==================== block 1
block_1/m1.png
Scale bar: 20 µm.
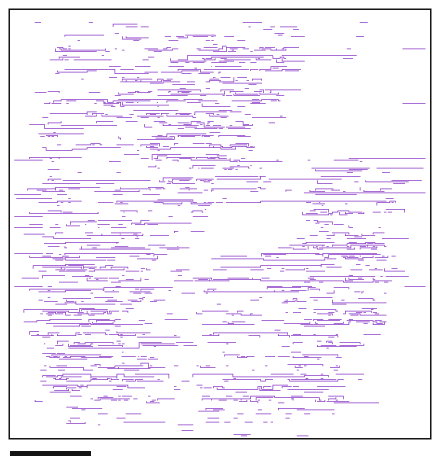

## config.mk

```make
export PLATFORM = sky130hd
export DESIGN_NAME = axi_io_pmp_err_slv
export DESIGN_NICKNAME = d
export VERILOG_FILES = /design/src/rtl/axi_io_pmp_err_slv.sv
export SDC_FILE = /design/constraint.sdc
export NUM_CORES = 1
export LEC_CHECK = 0
export ABC_AREA = 1
export ABC_CLOCK_PERIOD_IN_PS = 6100
export CAP_MARGIN = 25
export CELL_PAD_IN_SITES_DETAIL_PLACEMENT = 1
export CELL_PAD_IN_SITES_GLOBAL_PLACEMENT = 1
export CORE_AREA = 2 2 102 104
export CTS_BUF_LIST = sky130_fd_sc_hd__clkbuf_4
export CTS_CLUSTER_SIZE = 14
export DETAILED_ROUTE_END_ITERATION = 8
export DIE_AREA = 0 0 104 106
export PLACE_DENSITY = 0.93
export SYNTH_ARGS = -nofsm -noshare
export SYNTH_HDL_FRONTEND = slang
export SYNTH_SLANG_ARGS = --single-unit
export TNS_END_PERCENT = 1
```

## constraint.sdc

```tcl
create_clock -name clk -period 6.1 [get_ports clk]
set_clock_uncertainty 0.15 [all_clocks]
set_input_delay 1.525 -clock clk [delete_from_list [all_inputs] [get_ports clk]]
set_output_delay 1.525 -clock clk [all_outputs]
set_load 0.02 [all_outputs]
```

## src/rtl/axi_io_pmp_err_slv.sv

```systemverilog
// -----------------------------------------------------------------------------
// axi_io_pmp_err_slv
//
// Error-completion slave on the deny path of the IO-PMP. Every transaction the
// PMP rejects lands here and is completed protocol-correctly:
//   - writes: AW is accepted, all W beats are drained, one error B is returned;
//   - reads : AR is accepted, exactly arlen+1 error R beats are returned.
// The write and read paths are independent, each with one transaction in
// flight. A saturating counter tracks completed denied transactions.
//
// Ports
//   clk, rst_n            clock (rising edge), asynchronous active-low reset
//   s_axi_aw*             write address channel (id, len, valid/ready)
//   s_axi_w*              write data channel (only wlast and valid/ready used)
//   s_axi_b*              write response channel (id, resp, valid/ready)
//   s_axi_ar*             read address channel (id, len, valid/ready)
//   s_axi_r*              read data channel (id, data, resp, last, valid/ready)
//   cnt_denied            saturating count of completed denied transactions
//   proto_err             one-cycle pulse when W beat count disagrees with awlen
// -----------------------------------------------------------------------------
module axi_io_pmp_err_slv #(
    parameter int                    DATA_WIDTH = 32,
    parameter int                    ID_WIDTH   = 8,
    parameter logic [1:0]            ERR_RESP   = 2'b10,
    parameter logic [DATA_WIDTH-1:0] RDATA_FILL = '0,
    parameter int                    CNT_WIDTH  = 16
) (
    input  logic                  clk,
    input  logic                  rst_n,
    // write address
    input  logic [ID_WIDTH-1:0]   s_axi_awid,
    input  logic [7:0]            s_axi_awlen,
    input  logic                  s_axi_awvalid,
    output logic                  s_axi_awready,
    // write data
    input  logic                  s_axi_wlast,
    input  logic                  s_axi_wvalid,
    output logic                  s_axi_wready,
    // write response
    output logic [ID_WIDTH-1:0]   s_axi_bid,
    output logic [1:0]            s_axi_bresp,
    output logic                  s_axi_bvalid,
    input  logic                  s_axi_bready,
    // read address
    input  logic [ID_WIDTH-1:0]   s_axi_arid,
    input  logic [7:0]            s_axi_arlen,
    input  logic                  s_axi_arvalid,
    output logic                  s_axi_arready,
    // read data
    output logic [ID_WIDTH-1:0]   s_axi_rid,
    output logic [DATA_WIDTH-1:0] s_axi_rdata,
    output logic [1:0]            s_axi_rresp,
    output logic                  s_axi_rlast,
    output logic                  s_axi_rvalid,
    input  logic                  s_axi_rready,
    // status
    output logic [CNT_WIDTH-1:0]  cnt_denied,
    output logic                  proto_err
);

    typedef enum logic [1:0] {
        W_IDLE  = 2'd0,
        W_DRAIN = 2'd1,
        W_RESP  = 2'd2
    } w_state_t;

    typedef enum logic {
        R_IDLE  = 1'b0,
        R_BURST = 1'b1
    } r_state_t;

    w_state_t              w_state, w_next;
    r_state_t              r_state, r_next;

    // Held low through reset and for the first edge after it, so that neither
    // address channel reports ready while rst_n is asserted.
    logic                  run_q;

    logic [ID_WIDTH-1:0]   awid_q;
    logic [7:0]            awlen_q;
    logic [8:0]            beat_cnt;
    logic                  proto_err_q;

    logic [ID_WIDTH-1:0]   arid_q;
    logic [8:0]            remaining;

    logic [CNT_WIDTH-1:0]  cnt_q;

    logic                  aw_hs, w_hs, b_hs, ar_hs, r_hs, r_done;

    assign aw_hs  = s_axi_awvalid & s_axi_awready;
    assign w_hs   = s_axi_wvalid  & s_axi_wready;
    assign b_hs   = s_axi_bvalid  & s_axi_bready;
    assign ar_hs  = s_axi_arvalid & s_axi_arready;
    assign r_hs   = s_axi_rvalid  & s_axi_rready;
    assign r_done = r_hs & s_axi_rlast;

    // -------------------------------------------------------------------------
    // State registers
    // -------------------------------------------------------------------------
    // NOTE: sequential state uses non-blocking assignments so every flop
    // samples the pre-edge values regardless of process ordering.
    always_ff @(posedge clk or negedge rst_n) begin
        if (!rst_n) begin
            run_q   <= 1'b0;
            w_state <= W_IDLE;
            r_state <= R_IDLE;
        end else begin
            run_q   <= 1'b1;
            w_state <= w_next;
            r_state <= r_next;
        end
    end

    // -------------------------------------------------------------------------
    // Write FSM: next state and handshake outputs
    // -------------------------------------------------------------------------
    // NOTE: every output of a combinational block gets a default first, so no
    // path through the case statement can leave it unassigned and infer a latch.
    always_comb begin
        w_next        = w_state;
        s_axi_awready = 1'b0;
        s_axi_wready  = 1'b0;
        s_axi_bvalid  = 1'b0;
        unique case (w_state)
            W_IDLE: begin
                s_axi_awready = run_q;
                if (s_axi_awvalid && run_q) w_next = W_DRAIN;
            end
            W_DRAIN: begin
                // W is only accepted here, so early W data stalls until AW.
                s_axi_wready = 1'b1;
                if (s_axi_wvalid && s_axi_wlast) w_next = W_RESP;
            end
            W_RESP: begin
                s_axi_bvalid = 1'b1;
                if (s_axi_bready) w_next = W_IDLE;
            end
            default: w_next = W_IDLE;
        endcase
    end

    // -------------------------------------------------------------------------
    // Read FSM: next state and handshake outputs
    // -------------------------------------------------------------------------
    always_comb begin
        r_next        = r_state;
        s_axi_arready = 1'b0;
        s_axi_rvalid  = 1'b0;
        s_axi_rlast   = 1'b0;
        unique case (r_state)
            R_IDLE: begin
                s_axi_arready = run_q;
                if (s_axi_arvalid && run_q) r_next = R_BURST;
            end
            R_BURST: begin
                s_axi_rvalid = 1'b1;
                s_axi_rlast  = (remaining == 9'd0);
                if (s_axi_rready && s_axi_rlast) r_next = R_IDLE;
            end
            default: r_next = R_IDLE;
        endcase
    end

    // -------------------------------------------------------------------------
    // Write datapath: latched ID/length, beat counter, length check
    // -------------------------------------------------------------------------
    always_ff @(posedge clk or negedge rst_n) begin
        if (!rst_n) begin
            awid_q      <= '0;
            awlen_q     <= '0;
            beat_cnt    <= '0;
            proto_err_q <= 1'b0;
        end else begin
            // (beat_cnt + 1) != (awlen + 1) reduces to beat_cnt != awlen.
            proto_err_q <= w_hs && s_axi_wlast && (beat_cnt != {1'b0, awlen_q});
            if (aw_hs) begin
                awid_q   <= s_axi_awid;
                awlen_q  <= s_axi_awlen;
                beat_cnt <= '0;
            end else if (w_hs) begin
                beat_cnt <= beat_cnt + 9'd1;
            end
        end
    end

    // -------------------------------------------------------------------------
    // Read datapath: latched ID, remaining-beat count
    // -------------------------------------------------------------------------
    always_ff @(posedge clk or negedge rst_n) begin
        if (!rst_n) begin
            arid_q    <= '0;
            remaining <= '0;
        end else if (ar_hs) begin
            arid_q    <= s_axi_arid;
            remaining <= {1'b0, s_axi_arlen};
        end else if (r_hs && !s_axi_rlast) begin
            remaining <= remaining - 9'd1;
        end
    end

    // -------------------------------------------------------------------------
    // Saturating denied-transaction counter (+0, +1 or +2 per cycle)
    // -------------------------------------------------------------------------
    logic [1:0]           cnt_inc;
    logic [CNT_WIDTH:0]   cnt_sum;

    assign cnt_inc = {1'b0, b_hs} + {1'b0, r_done};
    assign cnt_sum = {1'b0, cnt_q} + (CNT_WIDTH+1)'(cnt_inc);

    always_ff @(posedge clk or negedge rst_n) begin
        if (!rst_n) begin
            cnt_q <= '0;
        end else if (cnt_sum[CNT_WIDTH]) begin
            cnt_q <= '1;
        end else begin
            cnt_q <= cnt_sum[CNT_WIDTH-1:0];
        end
    end

    // -------------------------------------------------------------------------
    // Payload outputs: driven from registers only, hence stable under stall
    // -------------------------------------------------------------------------
    assign s_axi_bid   = awid_q;
    assign s_axi_bresp = s_axi_bvalid ? ERR_RESP : 2'b00;
    assign s_axi_rid   = arid_q;
    assign s_axi_rresp = s_axi_rvalid ? ERR_RESP : 2'b00;
    assign s_axi_rdata = RDATA_FILL;
    assign cnt_denied  = cnt_q;
    assign proto_err   = proto_err_q;

endmodule

```

==================== block 2
--- config.mk ---
export PLATFORM = sky130hd
export DESIGN_NAME = grf_sb
export DESIGN_NICKNAME = d
export VERILOG_FILES = /design/src/rtl/grf_pkg.sv /design/src/rtl/grf_scoreboard.sv /design/src/rtl/grf_sb.sv
export SDC_FILE = /design/constraint.sdc
export NUM_CORES = 2
export LEC_CHECK = 0
export CORE_MARGIN = 8
export CORE_UTILIZATION = 63
export DETAILED_ROUTE_END_ITERATION = 8
export GPL_ROUTABILITY_DRIVEN = 0
export PLACE_DENSITY_LB_ADDON = 0.2
export SLEW_MARGIN = 20
export SYNTH_ARGS = -nofsm -noshare
export SYNTH_HDL_FRONTEND = slang
export SYNTH_HIERARCHICAL = 1
export SYNTH_SLANG_ARGS = --single-unit
--- constraint.sdc ---
create_clock -name clk -period 4.88 [get_ports clk]
set_clock_uncertainty 0.2 [all_clocks]
set_input_delay 0.976 -clock clk [delete_from_list [all_inputs] [get_ports clk]]
set_output_delay 0.976 -clock clk [all_outputs]
set_load 0.005 [all_outputs]
--- src/rtl/grf_pkg.sv ---
// grf_pkg: shared constants and types for the grf_sb register file.
// Contents: default widths, the hardwired-zero register index, default-width
// index/data typedefs, and the commit trace format string.
package grf_pkg;

  localparam int unsigned DEFAULT_DATA_WIDTH = 32;
  localparam int unsigned DEFAULT_ADDR_WIDTH = 5;

  // Register $0 always reads zero and never goes busy.
  localparam int unsigned REG_ZERO = 0;

  typedef logic [DEFAULT_ADDR_WIDTH-1:0] reg_idx_t;
  typedef logic [DEFAULT_DATA_WIDTH-1:0] reg_data_t;

  // Commit trace line: PC, destination register, written value.
  localparam string TRACE_FMT = "@%h: $%d <= %h";

endpackage

--- src/rtl/grf_scoreboard.sv ---
// grf_scoreboard: per-register busy bits for the hazard/stall unit.
// A register goes busy when an instruction targeting it issues and is released
// when its value is written back; a same-cycle issue beats the writeback.
// Ports:
//   clk, reset              sole clock; synchronous active-high reset
//   writeEnable, writeReg   writeback (clears busy)
//   issueValid, issueReg    issue of a destination-writing instruction (sets busy)
//   readReg                 packed source indices, one ADDR_WIDTH slice per port
//   srcBusy                 per-port combinational "source has outstanding producer"
//   busyCount               registered number of busy registers
module grf_scoreboard
  import grf_pkg::*;
#(
  parameter int unsigned ADDR_WIDTH = DEFAULT_ADDR_WIDTH,
  parameter int unsigned READ_PORTS = 2,
  parameter int unsigned BYPASS     = 1
) (
  input  logic                           clk,
  input  logic                           reset,
  input  logic                           writeEnable,
  input  logic [ADDR_WIDTH-1:0]          writeReg,
  input  logic                           issueValid,
  input  logic [ADDR_WIDTH-1:0]          issueReg,
  input  logic [READ_PORTS*ADDR_WIDTH-1:0] readReg,
  output logic [READ_PORTS-1:0]          srcBusy,
  output logic [ADDR_WIDTH:0]            busyCount
);

  localparam int unsigned REG_COUNT = 2 ** ADDR_WIDTH;
  localparam int unsigned CNT_WIDTH = ADDR_WIDTH + 1;

  logic [REG_COUNT-1:0] busy;
  logic [REG_COUNT-1:0] busyNext;
  logic                 doSet;
  logic                 doClear;
  logic                 incC;
  logic                 decC;

  assign doSet   = issueValid  && (issueReg != ADDR_WIDTH'(REG_ZERO));
  assign doClear = writeEnable && (writeReg != ADDR_WIDTH'(REG_ZERO));

  // Clear first, then set, so a new producer supersedes the retiring one.
  always_comb begin
    busyNext = busy;
    if (doClear) busyNext[writeReg] = 1'b0;
    if (doSet)   busyNext[issueReg] = 1'b1;
    busyNext[0] = 1'b0;
  end

  // Count only real 0->1 and 1->0 transitions so the counter tracks popcount(busy).
  assign incC = doSet && !busy[issueReg];
  assign decC = doClear && busy[writeReg] && !(doSet && (issueReg == writeReg));

  // Busy vector and counter state.
  always_ff @(posedge clk) begin
    if (reset) begin
      busy      <= '0;
      busyCount <= '0;
    end else begin
      busy      <= busyNext;
      busyCount <= busyCount + CNT_WIDTH'(incC) - CNT_WIDTH'(decC);
    end
  end

  // Per-port stall request; with forwarding a same-cycle writeback releases it.
  for (genvar i = 0; i < READ_PORTS; i++) begin : gPort
    logic [ADDR_WIDTH-1:0] idx;
    logic                  fwd;
    assign idx        = readReg[i*ADDR_WIDTH +: ADDR_WIDTH];
    assign fwd        = (BYPASS != 0) && writeEnable && (writeReg == idx);
    assign srcBusy[i] = (idx != ADDR_WIDTH'(REG_ZERO)) && busy[idx] && !fwd;
  end

endmodule

--- src/rtl/grf_sb.sv ---
// grf_sb: parametrised general register file with busy scoreboard for the
// pipelined MIPS core. READ_PORTS combinational read ports, one synchronous
// write port, $0 hardwired to zero, optional same-cycle write-to-read bypass.
// Optional feature: define GRF_TRACE_EN to print a commit trace line for every
// write to a nonzero register (PCReg is otherwise unused).
// Ports:
//   clk, reset                      sole clock; synchronous active-high reset
//   writeEnable/writeReg/writeData  writeback port
//   PCReg                           PC of the committing instruction (trace only)
//   readReg / readData              packed read indices / combinational read data
//   issueValid / issueReg           destination issue into the scoreboard
//   srcBusy                         per-port combinational busy-source flag
//   busyCount                       registered number of busy registers
module grf_sb
  import grf_pkg::*;
#(
  parameter int unsigned DATA_WIDTH = DEFAULT_DATA_WIDTH,
  parameter int unsigned ADDR_WIDTH = DEFAULT_ADDR_WIDTH,
  parameter int unsigned READ_PORTS = 2,
  parameter int unsigned BYPASS     = 1
) (
  input  logic                             clk,
  input  logic                             reset,
  input  logic                             writeEnable,
  input  logic [ADDR_WIDTH-1:0]            writeReg,
  input  logic [DATA_WIDTH-1:0]            writeData,
  input  logic [31:0]                      PCReg,
  input  logic [READ_PORTS*ADDR_WIDTH-1:0] readReg,
  output logic [READ_PORTS*DATA_WIDTH-1:0] readData,
  input  logic                             issueValid,
  input  logic [ADDR_WIDTH-1:0]            issueReg,
  output logic [READ_PORTS-1:0]            srcBusy,
  output logic [ADDR_WIDTH:0]              busyCount
);

  localparam int unsigned REG_COUNT = 2 ** ADDR_WIDTH;

  logic [DATA_WIDTH-1:0] regs [REG_COUNT];
  logic                  doWrite;

  assign doWrite = writeEnable && (writeReg != ADDR_WIDTH'(REG_ZERO));

  // Storage array; writes to $0 are dropped so its entry stays at its reset value.
  always_ff @(posedge clk) begin
    if (reset) begin
      for (int unsigned r = 0; r < REG_COUNT; r++) regs[r] <= '0;
    end else if (doWrite) begin
      regs[writeReg] <= writeData;
    end
  end

  // Read muxes: $0 forced to zero, then optional forwarding, then the array.
  for (genvar i = 0; i < READ_PORTS; i++) begin : gRead
    logic [ADDR_WIDTH-1:0] idx;
    logic                  fwd;
    assign idx = readReg[i*ADDR_WIDTH +: ADDR_WIDTH];
    assign fwd = (BYPASS != 0) && writeEnable && (writeReg == idx);
    assign readData[i*DATA_WIDTH +: DATA_WIDTH] =
      (idx == ADDR_WIDTH'(REG_ZERO)) ? '0 :
      fwd                            ? writeData :
                                       regs[idx];
  end

  grf_scoreboard #(
    .ADDR_WIDTH (ADDR_WIDTH),
    .READ_PORTS (READ_PORTS),
    .BYPASS     (BYPASS)
  ) uScoreboard (
    .clk         (clk),
    .reset       (reset),
    .writeEnable (writeEnable),
    .writeReg    (writeReg),
    .issueValid  (issueValid),
    .issueReg    (issueReg),
    .readReg     (readReg),
    .srcBusy     (srcBusy),
    .busyCount   (busyCount)
  );

`ifdef GRF_TRACE_EN
  // Commit trace in the grader format; reset cycles and $0 writes stay silent.
  always_ff @(posedge clk) begin
    if (!reset && doWrite) begin
      $display("%s", $sformatf(TRACE_FMT, PCReg, writeReg, writeData));
    end
  end
`else
  logic unusedPcReg;
  assign unusedPcReg = ^PCReg;
`endif

endmodule

==================== block 3
==> src/rtl/carry_div_pkg.sv <==
// Shared types and helpers for the carry_div restoring divider.
package carry_div_pkg;

  typedef enum logic [1:0] {
    IDLE = 2'd0,
    BUSY = 2'd1,
    DONE = 2'd2
  } state_t;

  // Step counter must be able to hold the value WIDTH itself.
  function automatic int unsigned cnt_width(input int unsigned width);
    return $clog2(width + 32'd1);
  endfunction

endpackage

==> src/rtl/div_step.sv <==
// One combinational restoring-division step: shift in a dividend bit,
// subtract the divisor when it fits, and report the quotient bit.
module div_step #(
  parameter int unsigned WIDTH = 8
) (
  input  logic [WIDTH-1:0] i_rem,
  input  logic             i_bit,
  input  logic [WIDTH-1:0] i_divisor,
  output logic [WIDTH-1:0] o_rem_c,
  output logic             o_qbit_c
);

  logic [WIDTH:0] w_trial;

  assign w_trial  = {i_rem, i_bit};
  assign o_qbit_c = (w_trial >= {1'b0, i_divisor});
  // Trial is below 2*divisor, so the difference always fits in WIDTH bits.
  assign o_rem_c  = o_qbit_c ? WIDTH'(w_trial - {1'b0, i_divisor})
                             : w_trial[WIDTH-1:0];

endmodule

==> src/rtl/carry_div.sv <==
// Sequential radix-2 restoring divider: 2W-bit dividend / W-bit divisor.
// Define CARRY_DIV_UNROLL2_EN to retire two restoring steps per cycle.
module carry_div
  import carry_div_pkg::*;
#(
  parameter int unsigned WIDTH = 8
) (
  input  logic               clk,
  input  logic               reset_n,
  input  logic               in_valid,
  output logic               in_ready,
  input  logic [2*WIDTH-1:0] dividend,
  input  logic [WIDTH-1:0]   divisor,
  output logic               out_valid,
  input  logic               out_ready,
  output logic [WIDTH-1:0]   quotient,
  output logic [WIDTH-1:0]   remainder,
  output logic               err
);

  localparam int unsigned CW = cnt_width(WIDTH);
`ifdef CARRY_DIV_UNROLL2_EN
  localparam int unsigned STEPS = 2;
`else
  localparam int unsigned STEPS = 1;
`endif
  localparam logic [CW-1:0] STEP_INC = CW'(STEPS);
  localparam logic [CW-1:0] LAST_CNT = CW'(WIDTH - STEPS);

  state_t           r_state, w_state_nxt;
  logic             r_in_ready, r_out_valid;
  logic             r_err, w_err_nxt;
  logic [WIDTH-1:0] r_rem, w_rem_nxt;
  logic [WIDTH-1:0] r_shift, w_shift_nxt;
  logic [WIDTH-1:0] r_div, w_div_nxt;
  logic [WIDTH-1:0] r_quot, w_quot_nxt;
  logic [WIDTH-1:0] r_remd, w_remd_nxt;
  logic [CW-1:0]    r_cnt, w_cnt_nxt;

  logic [WIDTH-1:0] w_hi, w_lo;
  logic [WIDTH-1:0] w_rem0, w_rem_step, w_shift_step;
  logic             w_q0;

  assign w_hi = dividend[2*WIDTH-1:WIDTH];
  assign w_lo = dividend[WIDTH-1:0];

  div_step #(.WIDTH(WIDTH)) u_step0 (
    .i_rem     (r_rem),
    .i_bit     (r_shift[WIDTH-1]),
    .i_divisor (r_div),
    .o_rem_c   (w_rem0),
    .o_qbit_c  (w_q0)
  );

`ifdef CARRY_DIV_UNROLL2_EN
  logic [WIDTH-1:0] w_rem1;
  logic             w_q1;

  if ((WIDTH % 2) != 0) begin : g_width_odd
    $error("carry_div: WIDTH must be even when two steps run per cycle");
  end

  div_step #(.WIDTH(WIDTH)) u_step1 (
    .i_rem     (w_rem0),
    .i_bit     (r_shift[WIDTH-2]),
    .i_divisor (r_div),
    .o_rem_c   (w_rem1),
    .o_qbit_c  (w_q1)
  );

  assign w_rem_step   = w_rem1;
  assign w_shift_step = {r_shift[WIDTH-3:0], w_q0, w_q1};
`else
  assign w_rem_step   = w_rem0;
  assign w_shift_step = {r_shift[WIDTH-2:0], w_q0};
`endif

  // Quotient bits enter the shift register from the LSB as dividend bits leave the MSB.
  always_comb begin
    w_state_nxt = r_state;
    w_err_nxt   = r_err;
    w_rem_nxt   = r_rem;
    w_shift_nxt = r_shift;
    w_div_nxt   = r_div;
    w_quot_nxt  = r_quot;
    w_remd_nxt  = r_remd;
    w_cnt_nxt   = r_cnt;
    case (r_state)
      IDLE: begin
        if (in_valid) begin
          w_div_nxt = divisor;
          if ((divisor == '0) || (w_hi >= divisor)) begin
            w_state_nxt = DONE;
            w_err_nxt   = 1'b1;
            w_quot_nxt  = '1;
            w_remd_nxt  = w_lo;
          end else begin
            w_state_nxt = BUSY;
            w_rem_nxt   = w_hi;
            w_shift_nxt = w_lo;
            w_cnt_nxt   = '0;
          end
        end
      end
      BUSY: begin
        w_rem_nxt   = w_rem_step;
        w_shift_nxt = w_shift_step;
        w_cnt_nxt   = r_cnt + STEP_INC;
        if (r_cnt == LAST_CNT) begin
          w_state_nxt = DONE;
          w_err_nxt   = 1'b0;
          w_quot_nxt  = w_shift_step;
          w_remd_nxt  = w_rem_step;
        end
      end
      DONE: begin
        if (out_ready) begin
          w_state_nxt = IDLE;
        end
      end
      default: w_state_nxt = IDLE;
    endcase
  end

  always_ff @(posedge clk or negedge reset_n) begin
    if (!reset_n) begin
      r_state     <= IDLE;
      r_in_ready  <= 1'b1;
      r_out_valid <= 1'b0;
      r_err       <= 1'b0;
      r_rem       <= '0;
      r_shift     <= '0;
      r_div       <= '0;
      r_quot      <= '0;
      r_remd      <= '0;
      r_cnt       <= '0;
    end else begin
      r_state     <= w_state_nxt;
      r_in_ready  <= (w_state_nxt == IDLE);
      r_out_valid <= (w_state_nxt == DONE);
      r_err       <= w_err_nxt;
      r_rem       <= w_rem_nxt;
      r_shift     <= w_shift_nxt;
      r_div       <= w_div_nxt;
      r_quot      <= w_quot_nxt;
      r_remd      <= w_remd_nxt;
      r_cnt       <= w_cnt_nxt;
    end
  end

  assign in_ready  = r_in_ready;
  assign out_valid = r_out_valid;
  assign quotient  = r_quot;
  assign remainder = r_remd;
  assign err       = r_err;

endmodule
==> config.mk <==
export PLATFORM = sky130hd
export DESIGN_NAME = carry_div
export DESIGN_NICKNAME = d
export VERILOG_FILES = /design/src/rtl/carry_div_pkg.sv /design/src/rtl/div_step.sv /design/src/rtl/carry_div.sv
export SDC_FILE = /design/constraint.sdc
export NUM_CORES = 1
export LEC_CHECK = 0
export CELL_PAD_IN_SITES_DETAIL_PLACEMENT = 1
export CELL_PAD_IN_SITES_GLOBAL_PLACEMENT = 2
export CORE_ASPECT_RATIO = 2
export CORE_UTILIZATION = 34
export CTS_CLUSTER_SIZE = 10
export DETAILED_ROUTE_END_ITERATION = 7
export PLACE_DENSITY_LB_ADDON = 0.1
export REMOVE_ABC_BUFFERS = 1
export SYNTH_ARGS = -nofsm -noshare
export SYNTH_HDL_FRONTEND = slang
export SYNTH_SLANG_ARGS = --single-unit
==> constraint.sdc <==
create_clock -name clk -period 2.81 [get_ports clk]
set_clock_uncertainty 0.05 [all_clocks]
set_input_delay 0.562 -clock clk [delete_from_list [all_inputs] [get_ports clk]]
set_output_delay 0.562 -clock clk [all_outputs]
set_load 0.05 [all_outputs]
==================== block 4
==> config.mk <==
export PLATFORM = sky130hd
export DESIGN_NAME = rod_move
export DESIGN_NICKNAME = d
export VERILOG_FILES = /design/src/rtl/foosball_pkg.sv /design/src/rtl/kick_fsm.sv /design/src/rtl/rod_move.sv
export SDC_FILE = /design/constraint.sdc
export NUM_CORES = 1
export LEC_CHECK = 0
export CORE_ASPECT_RATIO = 1.25
export CORE_MARGIN = 3
export CORE_UTILIZATION = 29
export DETAILED_ROUTE_END_ITERATION = 16
export GPL_TIMING_DRIVEN = 0
export PLACE_DENSITY_LB_ADDON = 0.2
export SETUP_SLACK_MARGIN = 0.2
export SYNTH_ARGS = -nofsm -noshare
export SYNTH_HDL_FRONTEND = slang
export SYNTH_SLANG_ARGS = --single-unit
==> constraint.sdc <==
create_clock -name CLK -period 3.45 [get_ports CLK]
set_input_delay 0.345 -clock CLK [delete_from_list [all_inputs] [get_ports CLK]]
set_output_delay 0.345 -clock CLK [all_outputs]
set_load 0.05 [all_outputs]
==> src/rtl/foosball_pkg.sv <==
`default_nettype none
// ============================================================================
// Module   : foosball_pkg
// Brief    : Shared types and defaults for the foosball rod movers.
// Revision : 1.0 - initial release
// ============================================================================
package foosball_pkg;

    localparam int DEFAULT_COORD_W = 11;

    // Encoding doubles as the kick sprite index.
    typedef enum logic [1:0] {
        KS_IDLE = 2'd0,
        KS_FWD  = 2'd1,
        KS_HOLD = 2'd2,
        KS_BACK = 2'd3
    } kick_state_t;

    typedef enum logic [1:0] {
        DIR_NONE = 2'd0,
        DIR_UP   = 2'd1,
        DIR_DOWN = 2'd2
    } move_dir_t;

endpackage
`default_nettype wire

==> src/rtl/kick_fsm.sv <==
`default_nettype none
// ============================================================================
// Module   : kick_fsm
// Brief    : Kick key edge detect and timed IDLE->FWD->HOLD->BACK animation.
// Revision : 1.0 - initial release
// ============================================================================
module kick_fsm
    import foosball_pkg::*;
#(
    parameter int KICK_TICKS = 6
) (
    input  logic        clk,
    input  logic        rst,
    input  logic        timer_done,
    input  logic        kick,
    output kick_state_t state,
    output logic        kick_active,
    output logic        kick_start
);

    localparam int            PW         = (KICK_TICKS > 1) ? $clog2(KICK_TICKS) : 1;
    localparam logic [PW-1:0] PHASE_LAST = PW'(KICK_TICKS - 1);

    kick_state_t   state_n;
    logic          kick_q;
    logic          kick_pending;
    logic          pending_n;
    logic [PW-1:0] phase_cnt;
    logic [PW-1:0] phase_n;
    logic          kick_rise;
    logic          phase_done;

    assign kick_rise   = kick & ~kick_q;
    assign phase_done  = (phase_cnt == PHASE_LAST);
    assign kick_active = (state == KS_FWD) || (state == KS_HOLD);

    always_ff @(posedge clk) begin
        if (rst) begin
            state        <= KS_IDLE;
            kick_q       <= 1'b0;
            kick_pending <= 1'b0;
            phase_cnt    <= '0;
        end else begin
            state        <= state_n;
            kick_q       <= kick;
            kick_pending <= pending_n;
            phase_cnt    <= phase_n;
        end
    end

    always_comb begin
        state_n    = state;
        pending_n  = kick_pending;
        phase_n    = phase_cnt;
        kick_start = 1'b0;
        case (state)
            KS_IDLE: begin
                // Starting the kick wins over a coincident new edge.
                if (timer_done && kick_pending) begin
                    kick_start = 1'b1;
                    pending_n  = 1'b0;
                    phase_n    = '0;
                    state_n    = KS_FWD;
                end else if (kick_rise) begin
                    pending_n = 1'b1;
                end
            end
            default: begin
                if (timer_done) begin
                    if (phase_done) begin
                        phase_n = '0;
                        case (state)
                            KS_FWD:  state_n = KS_HOLD;
                            KS_HOLD: state_n = KS_BACK;
                            default: state_n = KS_IDLE;
                        endcase
                    end else begin
                        phase_n = phase_cnt + PW'(1);
                    end
                end
            end
        endcase
    end

endmodule
`default_nettype wire

==> src/rtl/rod_move.sv <==
`default_nettype none
// ============================================================================
// Module   : rod_move
// Brief    : Foosball rod mover: bordered vertical travel, speed ramp, kick.
// Revision : 1.0 - initial release
// ============================================================================
module rod_move
    import foosball_pkg::*;
#(
    parameter int NUM_PLAYERS   = 3,
    parameter int COORD_W       = DEFAULT_COORD_W,
    parameter int START_X       = 20,
    parameter int START_Y       = 220,
    parameter int SPACING       = 80,
    parameter int TOP_BORDER    = 130,
    parameter int BOTTOM_BORDER = 329,
    parameter int STEP_MIN      = 1,
    parameter int STEP_MAX      = 4,
    parameter int ACCEL_TICKS   = 8,
    parameter int KICK_TICKS    = 6,
    parameter int KICK_DX       = 12
) (
    input  logic                           CLK,
    input  logic                           RESET,
    input  logic                           timer_done,
    input  logic                           up_direction,
    input  logic                           down_direction,
    input  logic                           kick,
    output logic [COORD_W-1:0]             ObjectStartX,
    output logic [NUM_PLAYERS*COORD_W-1:0] ObjectStartY,
    output logic                           kick_active,
    output logic [1:0]                     kick_frame,
    output logic                           at_top,
    output logic                           at_bottom
);

    localparam int                 CW1       = COORD_W + 1;
    localparam int                 SW        = $clog2(STEP_MAX + 1);
    localparam int                 HW        = $clog2(ACCEL_TICKS + 1) + 1;
    localparam logic [CW1-1:0]     TOP_EXT   = CW1'(TOP_BORDER);
    localparam logic [CW1-1:0]     BOT_EXT   = CW1'(BOTTOM_BORDER);
    localparam logic [SW-1:0]      STEP_LO   = SW'(STEP_MIN);
    localparam logic [SW-1:0]      STEP_HI   = SW'(STEP_MAX);
    localparam logic [HW-1:0]      ACCEL_LIM = HW'(ACCEL_TICKS);
    localparam logic [COORD_W-1:0] X_REST    = COORD_W'(START_X);
    localparam logic [COORD_W-1:0] X_HALF    = COORD_W'(START_X + KICK_DX / 2);
    localparam logic [COORD_W-1:0] X_FULL    = COORD_W'(START_X + KICK_DX);

    if (START_Y < TOP_BORDER || START_Y > BOTTOM_BORDER) begin : g_bad_start
        $error("rod_move: START_Y outside the borders");
    end
    if (STEP_MIN > STEP_MAX) begin : g_bad_step
        $error("rod_move: STEP_MIN exceeds STEP_MAX");
    end
    if (BOTTOM_BORDER + (NUM_PLAYERS - 1) * SPACING >= (2 ** COORD_W)) begin : g_bad_width
        $error("rod_move: lowest player does not fit in COORD_W");
    end
    if (KICK_TICKS < 1 || ACCEL_TICKS < 1) begin : g_bad_ticks
        $error("rod_move: KICK_TICKS and ACCEL_TICKS must be at least 1");
    end

    kick_state_t        fsm_state;
    logic               kick_start;
    logic [COORD_W-1:0] rod_y;
    logic [COORD_W-1:0] rod_y_n;
    logic [SW-1:0]      step;
    logic [SW-1:0]      step_n;
    logic [SW-1:0]      step_use;
    logic [HW-1:0]      hold_cnt;
    logic [HW-1:0]      hold_n;
    logic [HW-1:0]      hold_inc;
    move_dir_t          last_dir;
    move_dir_t          last_n;
    move_dir_t          req_dir;
    logic [CW1-1:0]     y_ext;
    logic [CW1-1:0]     step_ext;
    logic [CW1-1:0]     up_floor;
    logic [CW1-1:0]     y_up;
    logic [CW1-1:0]     y_down_raw;
    logic [CW1-1:0]     y_down;

    kick_fsm #(
        .KICK_TICKS (KICK_TICKS)
    ) u_kick_fsm (
        .clk         (CLK),
        .rst         (RESET),
        .timer_done  (timer_done),
        .kick        (kick),
        .state       (fsm_state),
        .kick_active (kick_active),
        .kick_start  (kick_start)
    );

    always_comb begin
        req_dir = DIR_NONE;
        if (up_direction && !down_direction) begin
            req_dir = DIR_UP;
        end else if (down_direction && !up_direction) begin
            req_dir = DIR_DOWN;
        end
    end

    // A direction change restarts the ramp at the slowest step this tick.
    assign step_use   = (req_dir != last_dir) ? STEP_LO : step;
    assign y_ext      = {1'b0, rod_y};
    assign step_ext   = CW1'(step_use);
    assign up_floor   = TOP_EXT + step_ext;
    assign y_up       = (y_ext < up_floor) ? TOP_EXT : (y_ext - step_ext);
    assign y_down_raw = y_ext + step_ext;
    assign y_down     = (y_down_raw > BOT_EXT) ? BOT_EXT : y_down_raw;
    assign hold_inc   = hold_cnt + HW'(1);

    always_comb begin
        rod_y_n = rod_y;
        step_n  = step;
        hold_n  = hold_cnt;
        last_n  = last_dir;
        if (kick_start) begin
            step_n = STEP_LO;
            hold_n = '0;
        end else if (timer_done && (fsm_state == KS_IDLE)) begin
            if (req_dir == DIR_NONE) begin
                step_n = STEP_LO;
                hold_n = '0;
                last_n = DIR_NONE;
            end else begin
                rod_y_n = (req_dir == DIR_UP) ? y_up[COORD_W-1:0] : y_down[COORD_W-1:0];
                if (req_dir != last_dir) begin
                    step_n = STEP_LO;
                    hold_n = HW'(1);
                    last_n = req_dir;
                end else if (hold_inc >= ACCEL_LIM) begin
                    hold_n = '0;
                    step_n = (step < STEP_HI) ? (step + SW'(1)) : STEP_HI;
                end else begin
                    hold_n = hold_inc;
                end
            end
        end
    end

    always_ff @(posedge CLK) begin
        if (RESET) begin
            rod_y    <= COORD_W'(START_Y);
            step     <= STEP_LO;
            hold_cnt <= '0;
            last_dir <= DIR_NONE;
        end else begin
            rod_y    <= rod_y_n;
            step     <= step_n;
            hold_cnt <= hold_n;
            last_dir <= last_n;
        end
    end

    always_comb begin
        ObjectStartX = X_REST;
        case (fsm_state)
            KS_FWD, KS_BACK: ObjectStartX = X_HALF;
            KS_HOLD:         ObjectStartX = X_FULL;
            default:         ObjectStartX = X_REST;
        endcase
    end

    for (genvar i = 0; i < NUM_PLAYERS; i++) begin : g_players
        assign ObjectStartY[i*COORD_W +: COORD_W] = rod_y + COORD_W'(i * SPACING);
    end

    assign kick_frame = fsm_state;
    assign at_top     = (rod_y == COORD_W'(TOP_BORDER));
    assign at_bottom  = (rod_y == COORD_W'(BOTTOM_BORDER));

endmodule
`default_nettype wire

block_2/m3.png
Scale bar: 100 µm. Cells faint in the background.
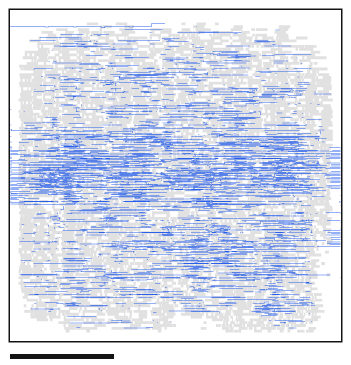
- main direction: horizontal
- share of all routed wire: 14%
- longest straight run: 142 µm
- wire length on this layer: 27.3 mm
M3 GR Usage: 0.103
DR vias: 41100

==> results.toml, block 2 <==
# flow metrics
[power_and_ir_drop]
power_frac_clock = 0.379
p_comb_mw = 3.27
powerDensity_mw_per_mm2 = 342

[global_route]
busiest_layer = "met2"

[route]
wl_met1_um = 65700
top_layer = "met5"
met2_length_um = 88400
drt_pass1_iterations = 7

[critical_path]
max_stage_delay_ns = 0.58
cp.depth = 9
crit_required_ns = 3.70
startpoint = "readReg[3]"
worstPathCellList = "clkdlybuf4s50_1 > buf_4 > buf_12 > clkinv_1 > buf_4 > nand2_1 > o221ai_1 > o221a_1 > clkdlybuf4s50_1"
crit_type = "in -> out"
rr_endpoint = "uScoreboard/busyCount[5]$_SDFF_PP0_"

[sta]
setup_violations = 5
layout_setup_ws_ns = -0.0865

[logic_synthesis]
ys_sh_mux = 0.217
synth_seq_share = 0.543
ys_cells = 4139
synthCells = 4139
synth.cellmix.simpleShare = 0.132
ys_sh_aoi = 0.0659

[clock_tree]
cts_buffer_depth = 3
cts_hold_buf = 0
cts_resized = 1
cts_htree_levels = 3

[place]
io_buffers = 127
dp_slack_ns = -0.119

[job]
max-cap-violations = 0

[outcome]
violations = "setup timing"
outcome = "complete, but fails checks"

[floorplanning]
die-height_um = 319

[hold_path]
hold_class = "reg -> reg"
-- block 2: area by class of cell --
class | count | area (µm²) | share of cell area
flip-flops and latches | 1061 | 31500 | 0.476
multi-input cells | 2651 | 24800 | 0.375
repair buffers | 462 | 4660 | 0.0705
clock buffers | 133 | 2900 | 0.0439
well taps | 1186 | 1480 | 0.0224
clock inverters | 72 | 721 | 0.0109
inverters | 18 | 67.6 | 0.00102
diodes | 4 | 10.0 | 0.000151
-- block 2: flip-flops by register name, indices dropped and copies added, names as in the netlist --
signal and count:
uScoreboard/busyCount 6, uScoreboard/busy 31, regs 1024
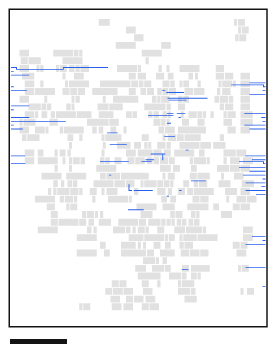
block_4/m3.png
Scale bar: 20 µm. Cells faint in the background.
- share of all routed wire: 4.3%
- wire length on this layer: 322 µm
- longest straight run: 19.1 µm
- main direction: horizontal
final wirelength: 7410 µm
DR vias: 2589

block_4/congestion_map.png
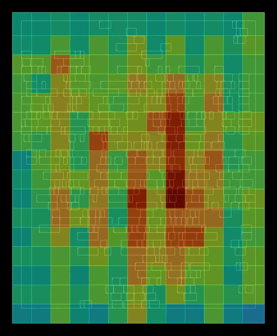
fin util: 0.413
M3 GR Usage: 0.0209

==> results.toml, block 4 <==
# flow metrics
[cells_and_area]
sh_seq_area = 0.156
areaGrowthSynthToFinish_pct = 38.3
diodes = 0
instances_no_fill = 516
reg_top3 = "rod_y: 11 flops, hold_cnt: 5 flops"
comb_area_mm2 = 0.00188

[hold_path]
hold_path_startpoint = "timer_done"

[critical_path]
cpMostUsedCell = "ha_4"
crit_required_ns = 3.64
rr_endpoint = "rod_y[6]$_SDFFE_PP1P_"
max_stage_delay_ns = 0.45
critPathCaptureType = "flop"
timing.rr.start = "last_dir[0]$_SDFFE_PP0P_"

[floorplanning]
die-area_mm2 = 0.0101
die_w_um = 90.7

[logic_synthesis]
flop_cell = "dfxtp_1"
synth.cellmix.simpleShare = 0.215
ys_area_mm2 = 0.00260
syn_area_mm2 = 0.00260
ys_sh_aoi = 0.247
synthTopCellsByArea = "dfxtp_1 22%, ha_1 11%, buf_4 4.6%"

[outcome]
outcome = "complete, no violations"

[sta]
layout_setup_ws_ns = 0.110
slew_headroom = 0.582
whs_ns = 0.381
grt_setup_unrepaired = "yes"
fin_worst_skew_ns = 0.00498
period_used_share = 0.968

[power_and_ir_drop]
p_total_mw = 0.983
power_frac_clock = 0.281

[clock_tree]
cts.clk_slew.worst_paths_ns = 0.11

[global_route]
grt_max_degree = 17
antenna_found_initial = 0

[job]
max-cap-violations = 0

[place]
dp.cells = 500
## block 4: worst max path at each step
stage / from / to
after floorplan: down_direction / rod_y[6]$_SDFFE_PP1P_
after global placement: down_direction / rod_y[2]$_SDFFE_PP1P_
after detailed placement: down_direction / rod_y[2]$_SDFFE_PP1P_
after CTS: down_direction / rod_y[6]$_SDFFE_PP1P_
after global routing: down_direction / rod_y[6]$_SDFFE_PP1P_
final: down_direction / rod_y[6]$_SDFFE_PP1P_
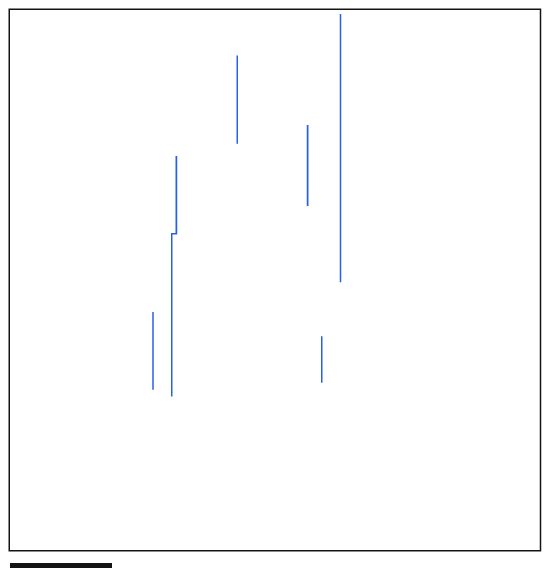
block_1/m4.png
Scale bar: 20 µm.
- wire length on this layer: 157 µm
- main direction: vertical
- nets with wire on the layer: 5
- longest straight run: 52.4 µm
final wirelength: 9660 µm
DR vias: 3191

block_1/congestion_map.png
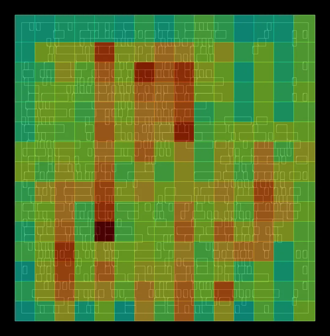
met1 Resource Use GR: 0.222
wire per inst: 13.9 µm

About block_1/m1.png:
- wire length on this layer: 4150 µm
- main direction: horizontal
- share of all routed wire: 43%

==> results.toml, block 1 <==
# flow metrics
[outcome]
outcome = "complete, no violations"

[place]
dp_slack_ns = 2.04
hpwlAfterDp_um = 7170

[logic_synthesis]
yosys.area_share.xor_xnor = 0.0121
ys_cells = 474
synth_top_area_share = 0.437
synthCells = 474

[cells_and_area]
inverters = 53
areaGrowthSynthToFinish_pct = 25.6
mostFrequentLayoutCell = "nand2_1"
comb_area_mm2 = 0.00164
comb_share = 0.362
diodes = 0

[power_and_ir_drop]
p_clk_mw = 0.310
power_leader = "combinational cells"
switching_share = 0.416
peakVddDrop_v = 0.000172
p_comb_mw = 0.766

[clock_tree]
cts_htree_levels = 3

[critical_path]
crit_path_end = "s_axi_rlast"
crit_type = "reg -> out"
arrival_ns = 2.11

[global_route]
grt_pass1_vias = 3382
grt_use_total = 0.186
overflow = 0
grt_use_met2 = 0.331

[sta]
layout_setup_ws_ns = 2.32
hold_viol_final = 0

[route]
met2_length_um = 4990
==> block 1: registers in the layout, summed over array words and instances (netlist names) <==
register,cells
cnt_denied,16
beat_cnt,9
remaining,9
awlen_q,8
s_axi_bid,8
s_axi_rid,8
w_state,2
proto_err,1
r_state,1
run_q,1
==> block 1: critical path: stages, from the launching register on <==
cell	delay, ns
dfrtp_1	0.41
inv_1	0.14
ha_1	0.17
nand2_1	0.09
nor2_4	0.11
nand2_4	0.07
nor2_1	0.09
clkdlybuf4s50_1	0.63
block_3/util_map.png
7 x 13 tiles, from white (low) to dark blue (high), 0 to 100% covered.
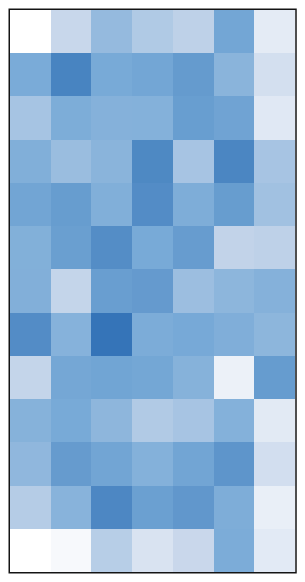
- mean over tiles: 42%
- densest ninth of the die: centre
- fullest tile: 73%
- nearly empty tiles: 2.2%
Initial Util: 0.350
fin util: 0.471
total core area: 0.00829 mm²

==> results.toml, block 3 <==
# flow metrics
[global_route]
grt_use_met2 = 0.419
overflow = 0
busiest_layer = "met2"
antenna_found_initial = 0

[clock_tree]
cts_tree = "built"
cts.clk_slew.worst_paths_ns = 0.07

[route]
drc = 0
wl_met1_um = 3280
via_per_inst = 5.31
drt_pass1_iterations = 4
drtAntennaViolNets = 0

[place]
hpwlAfterDp_um = 7000
gp_congestion = 0.783

[critical_path]
crit_type = "in -> reg"
critPathTopFamily = "buffers and inverters"
worstPathCellList = "clkdlybuf4s50_1 > ha_1 > nand2b_1 > a21o_1 > a211o_4 > a211oi_4 > buf_6 > buf_12 > mux2i_4 > mux2i_1"
startpoint = "divisor[0]"
slowest_stage = "clkdlybuf4s50_1"
critical_path.startpoint_type = "input pin"

[power_and_ir_drop]
p_sw_mw = 2.30
p_int_mw = 2.59
powerDensity_mw_per_mm2 = 1250

[cells_and_area]
layout-drive-gt1-share = 0.168
instances_no_fill = 467
comb_share = 0.398
final_area_mm2 = 0.00390
clock_cell_area_share = 0.0375

[sta]
slew_headroom = 0.545
worst_pin_slew_ns = 0.683
whs_ns = 0.327
period_needed_ns = 2.70

[outcome]
outcome = "complete, no violations"

[floorplanning]
pin_count = 47
tap_cells = 98
die-area_mm2 = 0.00892

[logic_synthesis]
yosysUniqueCellTypes = 54
syn_area_mm2 = 0.00290
ys_sh_aoi = 0.212
synthTopLogicFamily = "AND-OR/OR-AND gates"
==> block 3: sequential cells by signal, indices dropped and copies added (netlist names) <==
register	flops
r_state	2
err	1
out_valid	1
r_div	8
in_ready	1
quotient	8
remainder	8
r_rem	8
r_cnt	4
r_shift	8
==> block 3: power groups by stage <==
stage | Clock [mW] | Sequential (mW) | Combinational, mW
after floorplan | 0 | 1.59 | 1.56
after global placement | 0 | 1.26 | 2.88
after detailed placement | 0 | 1.27 | 2.92
after CTS | 0.632 | 1.26 | 2.95
after global routing | 0.651 | 1.30 | 3.28
final | 0.622 | 1.26 | 3.01

==> screenshots <==
M2 wires.
(a)
Scale bar: 20 µm. Cells faint in the background.
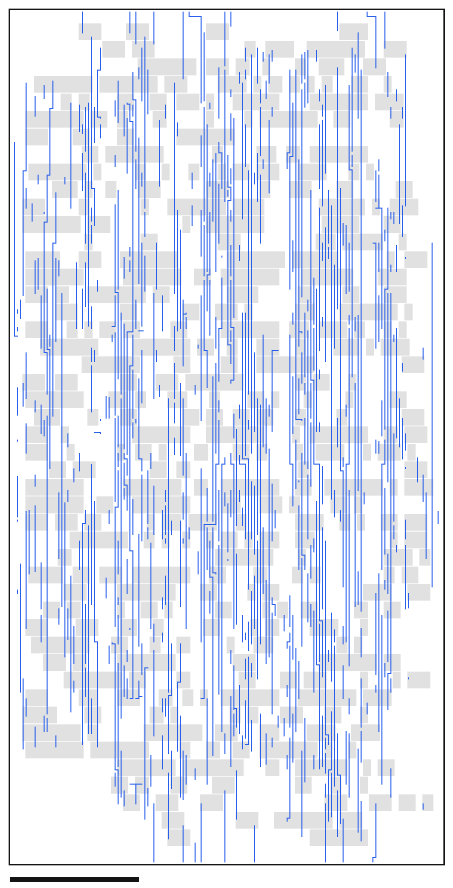
(b)
Scale bar: 20 µm. Cells faint in the background.
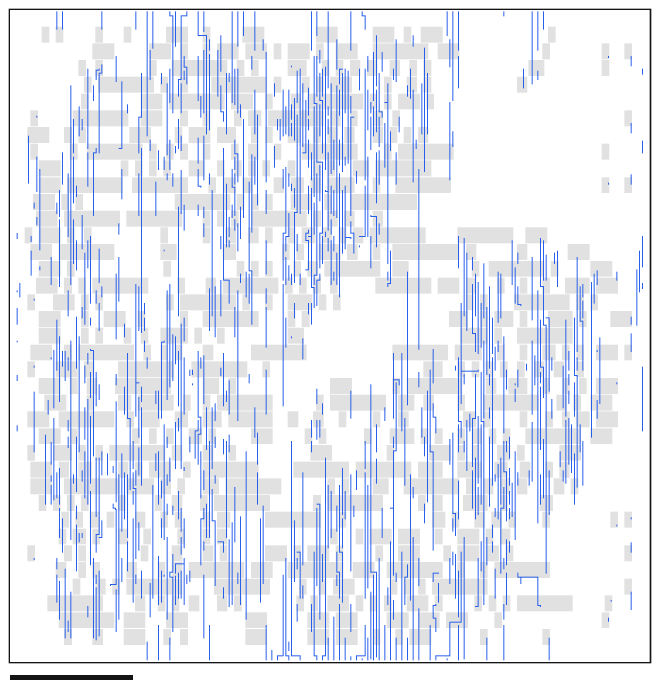
(c)
Scale bar: 20 µm. Cells faint in the background.
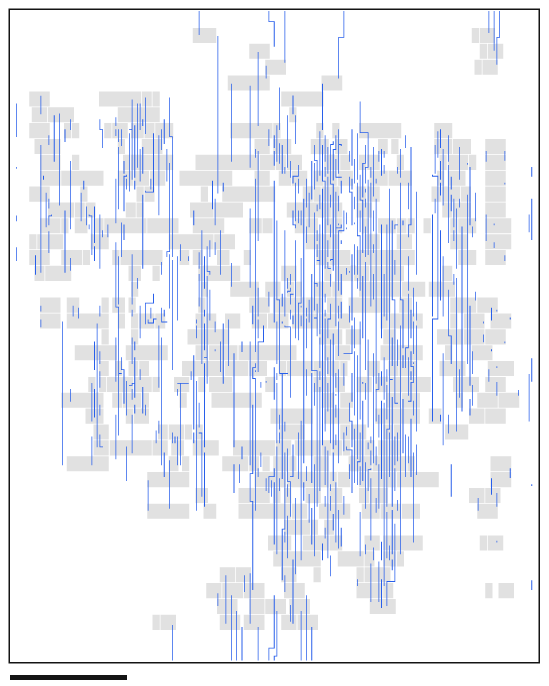
(d)
Scale bar: 100 µm. Cells faint in the background.
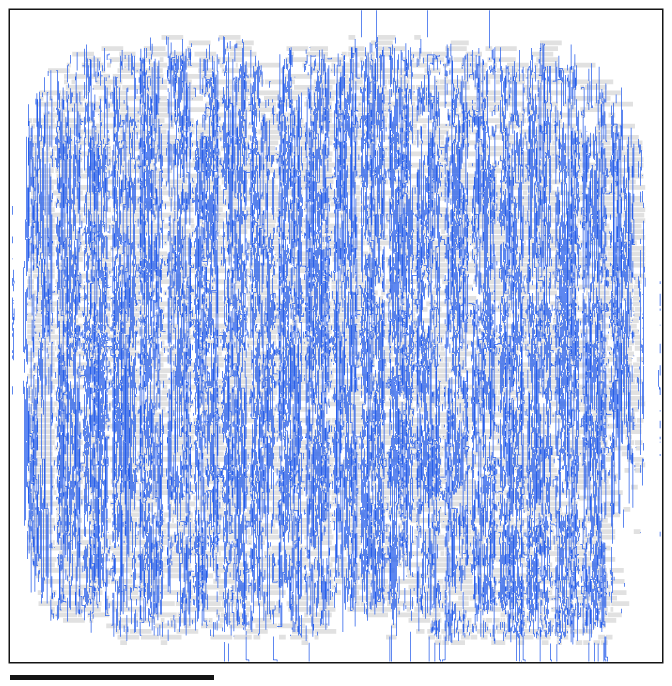
(c) comes from block 4.
(d) comes from block 2.
(a) comes from block 3.
(b) comes from block 1.
The one with the largest die is (d).



==> layout pictures side by side <==
M1 wires.
panel A
Scale bar: 20 µm.
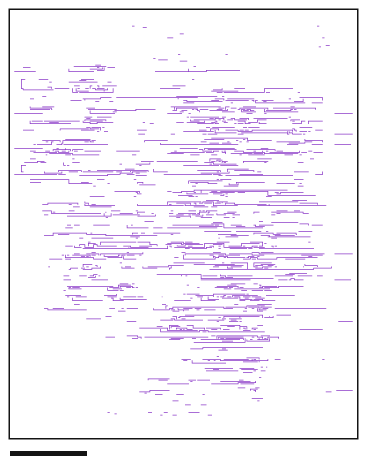
panel B
Scale bar: 20 µm.
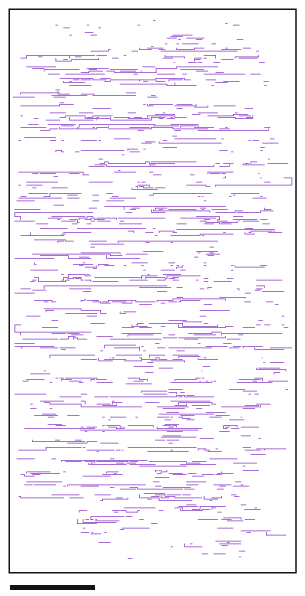
panel C
Scale bar: 100 µm.
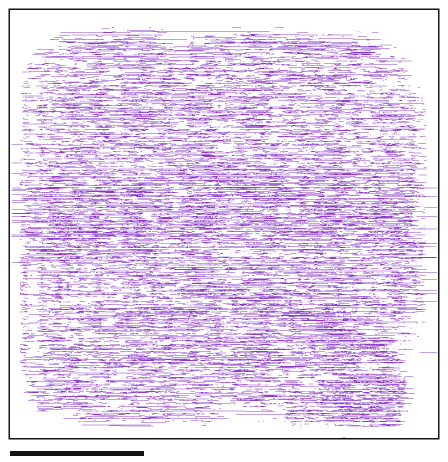
- panel A = block 4
- panel C = block 2
- panel B = block 3
The one with the largest die is panel C.

Key to panel C:
- nets with wire on the layer: 4182
- share of all routed wire: 33%

Power figures rest on the tool's default switching activity, not on a simulated workload.
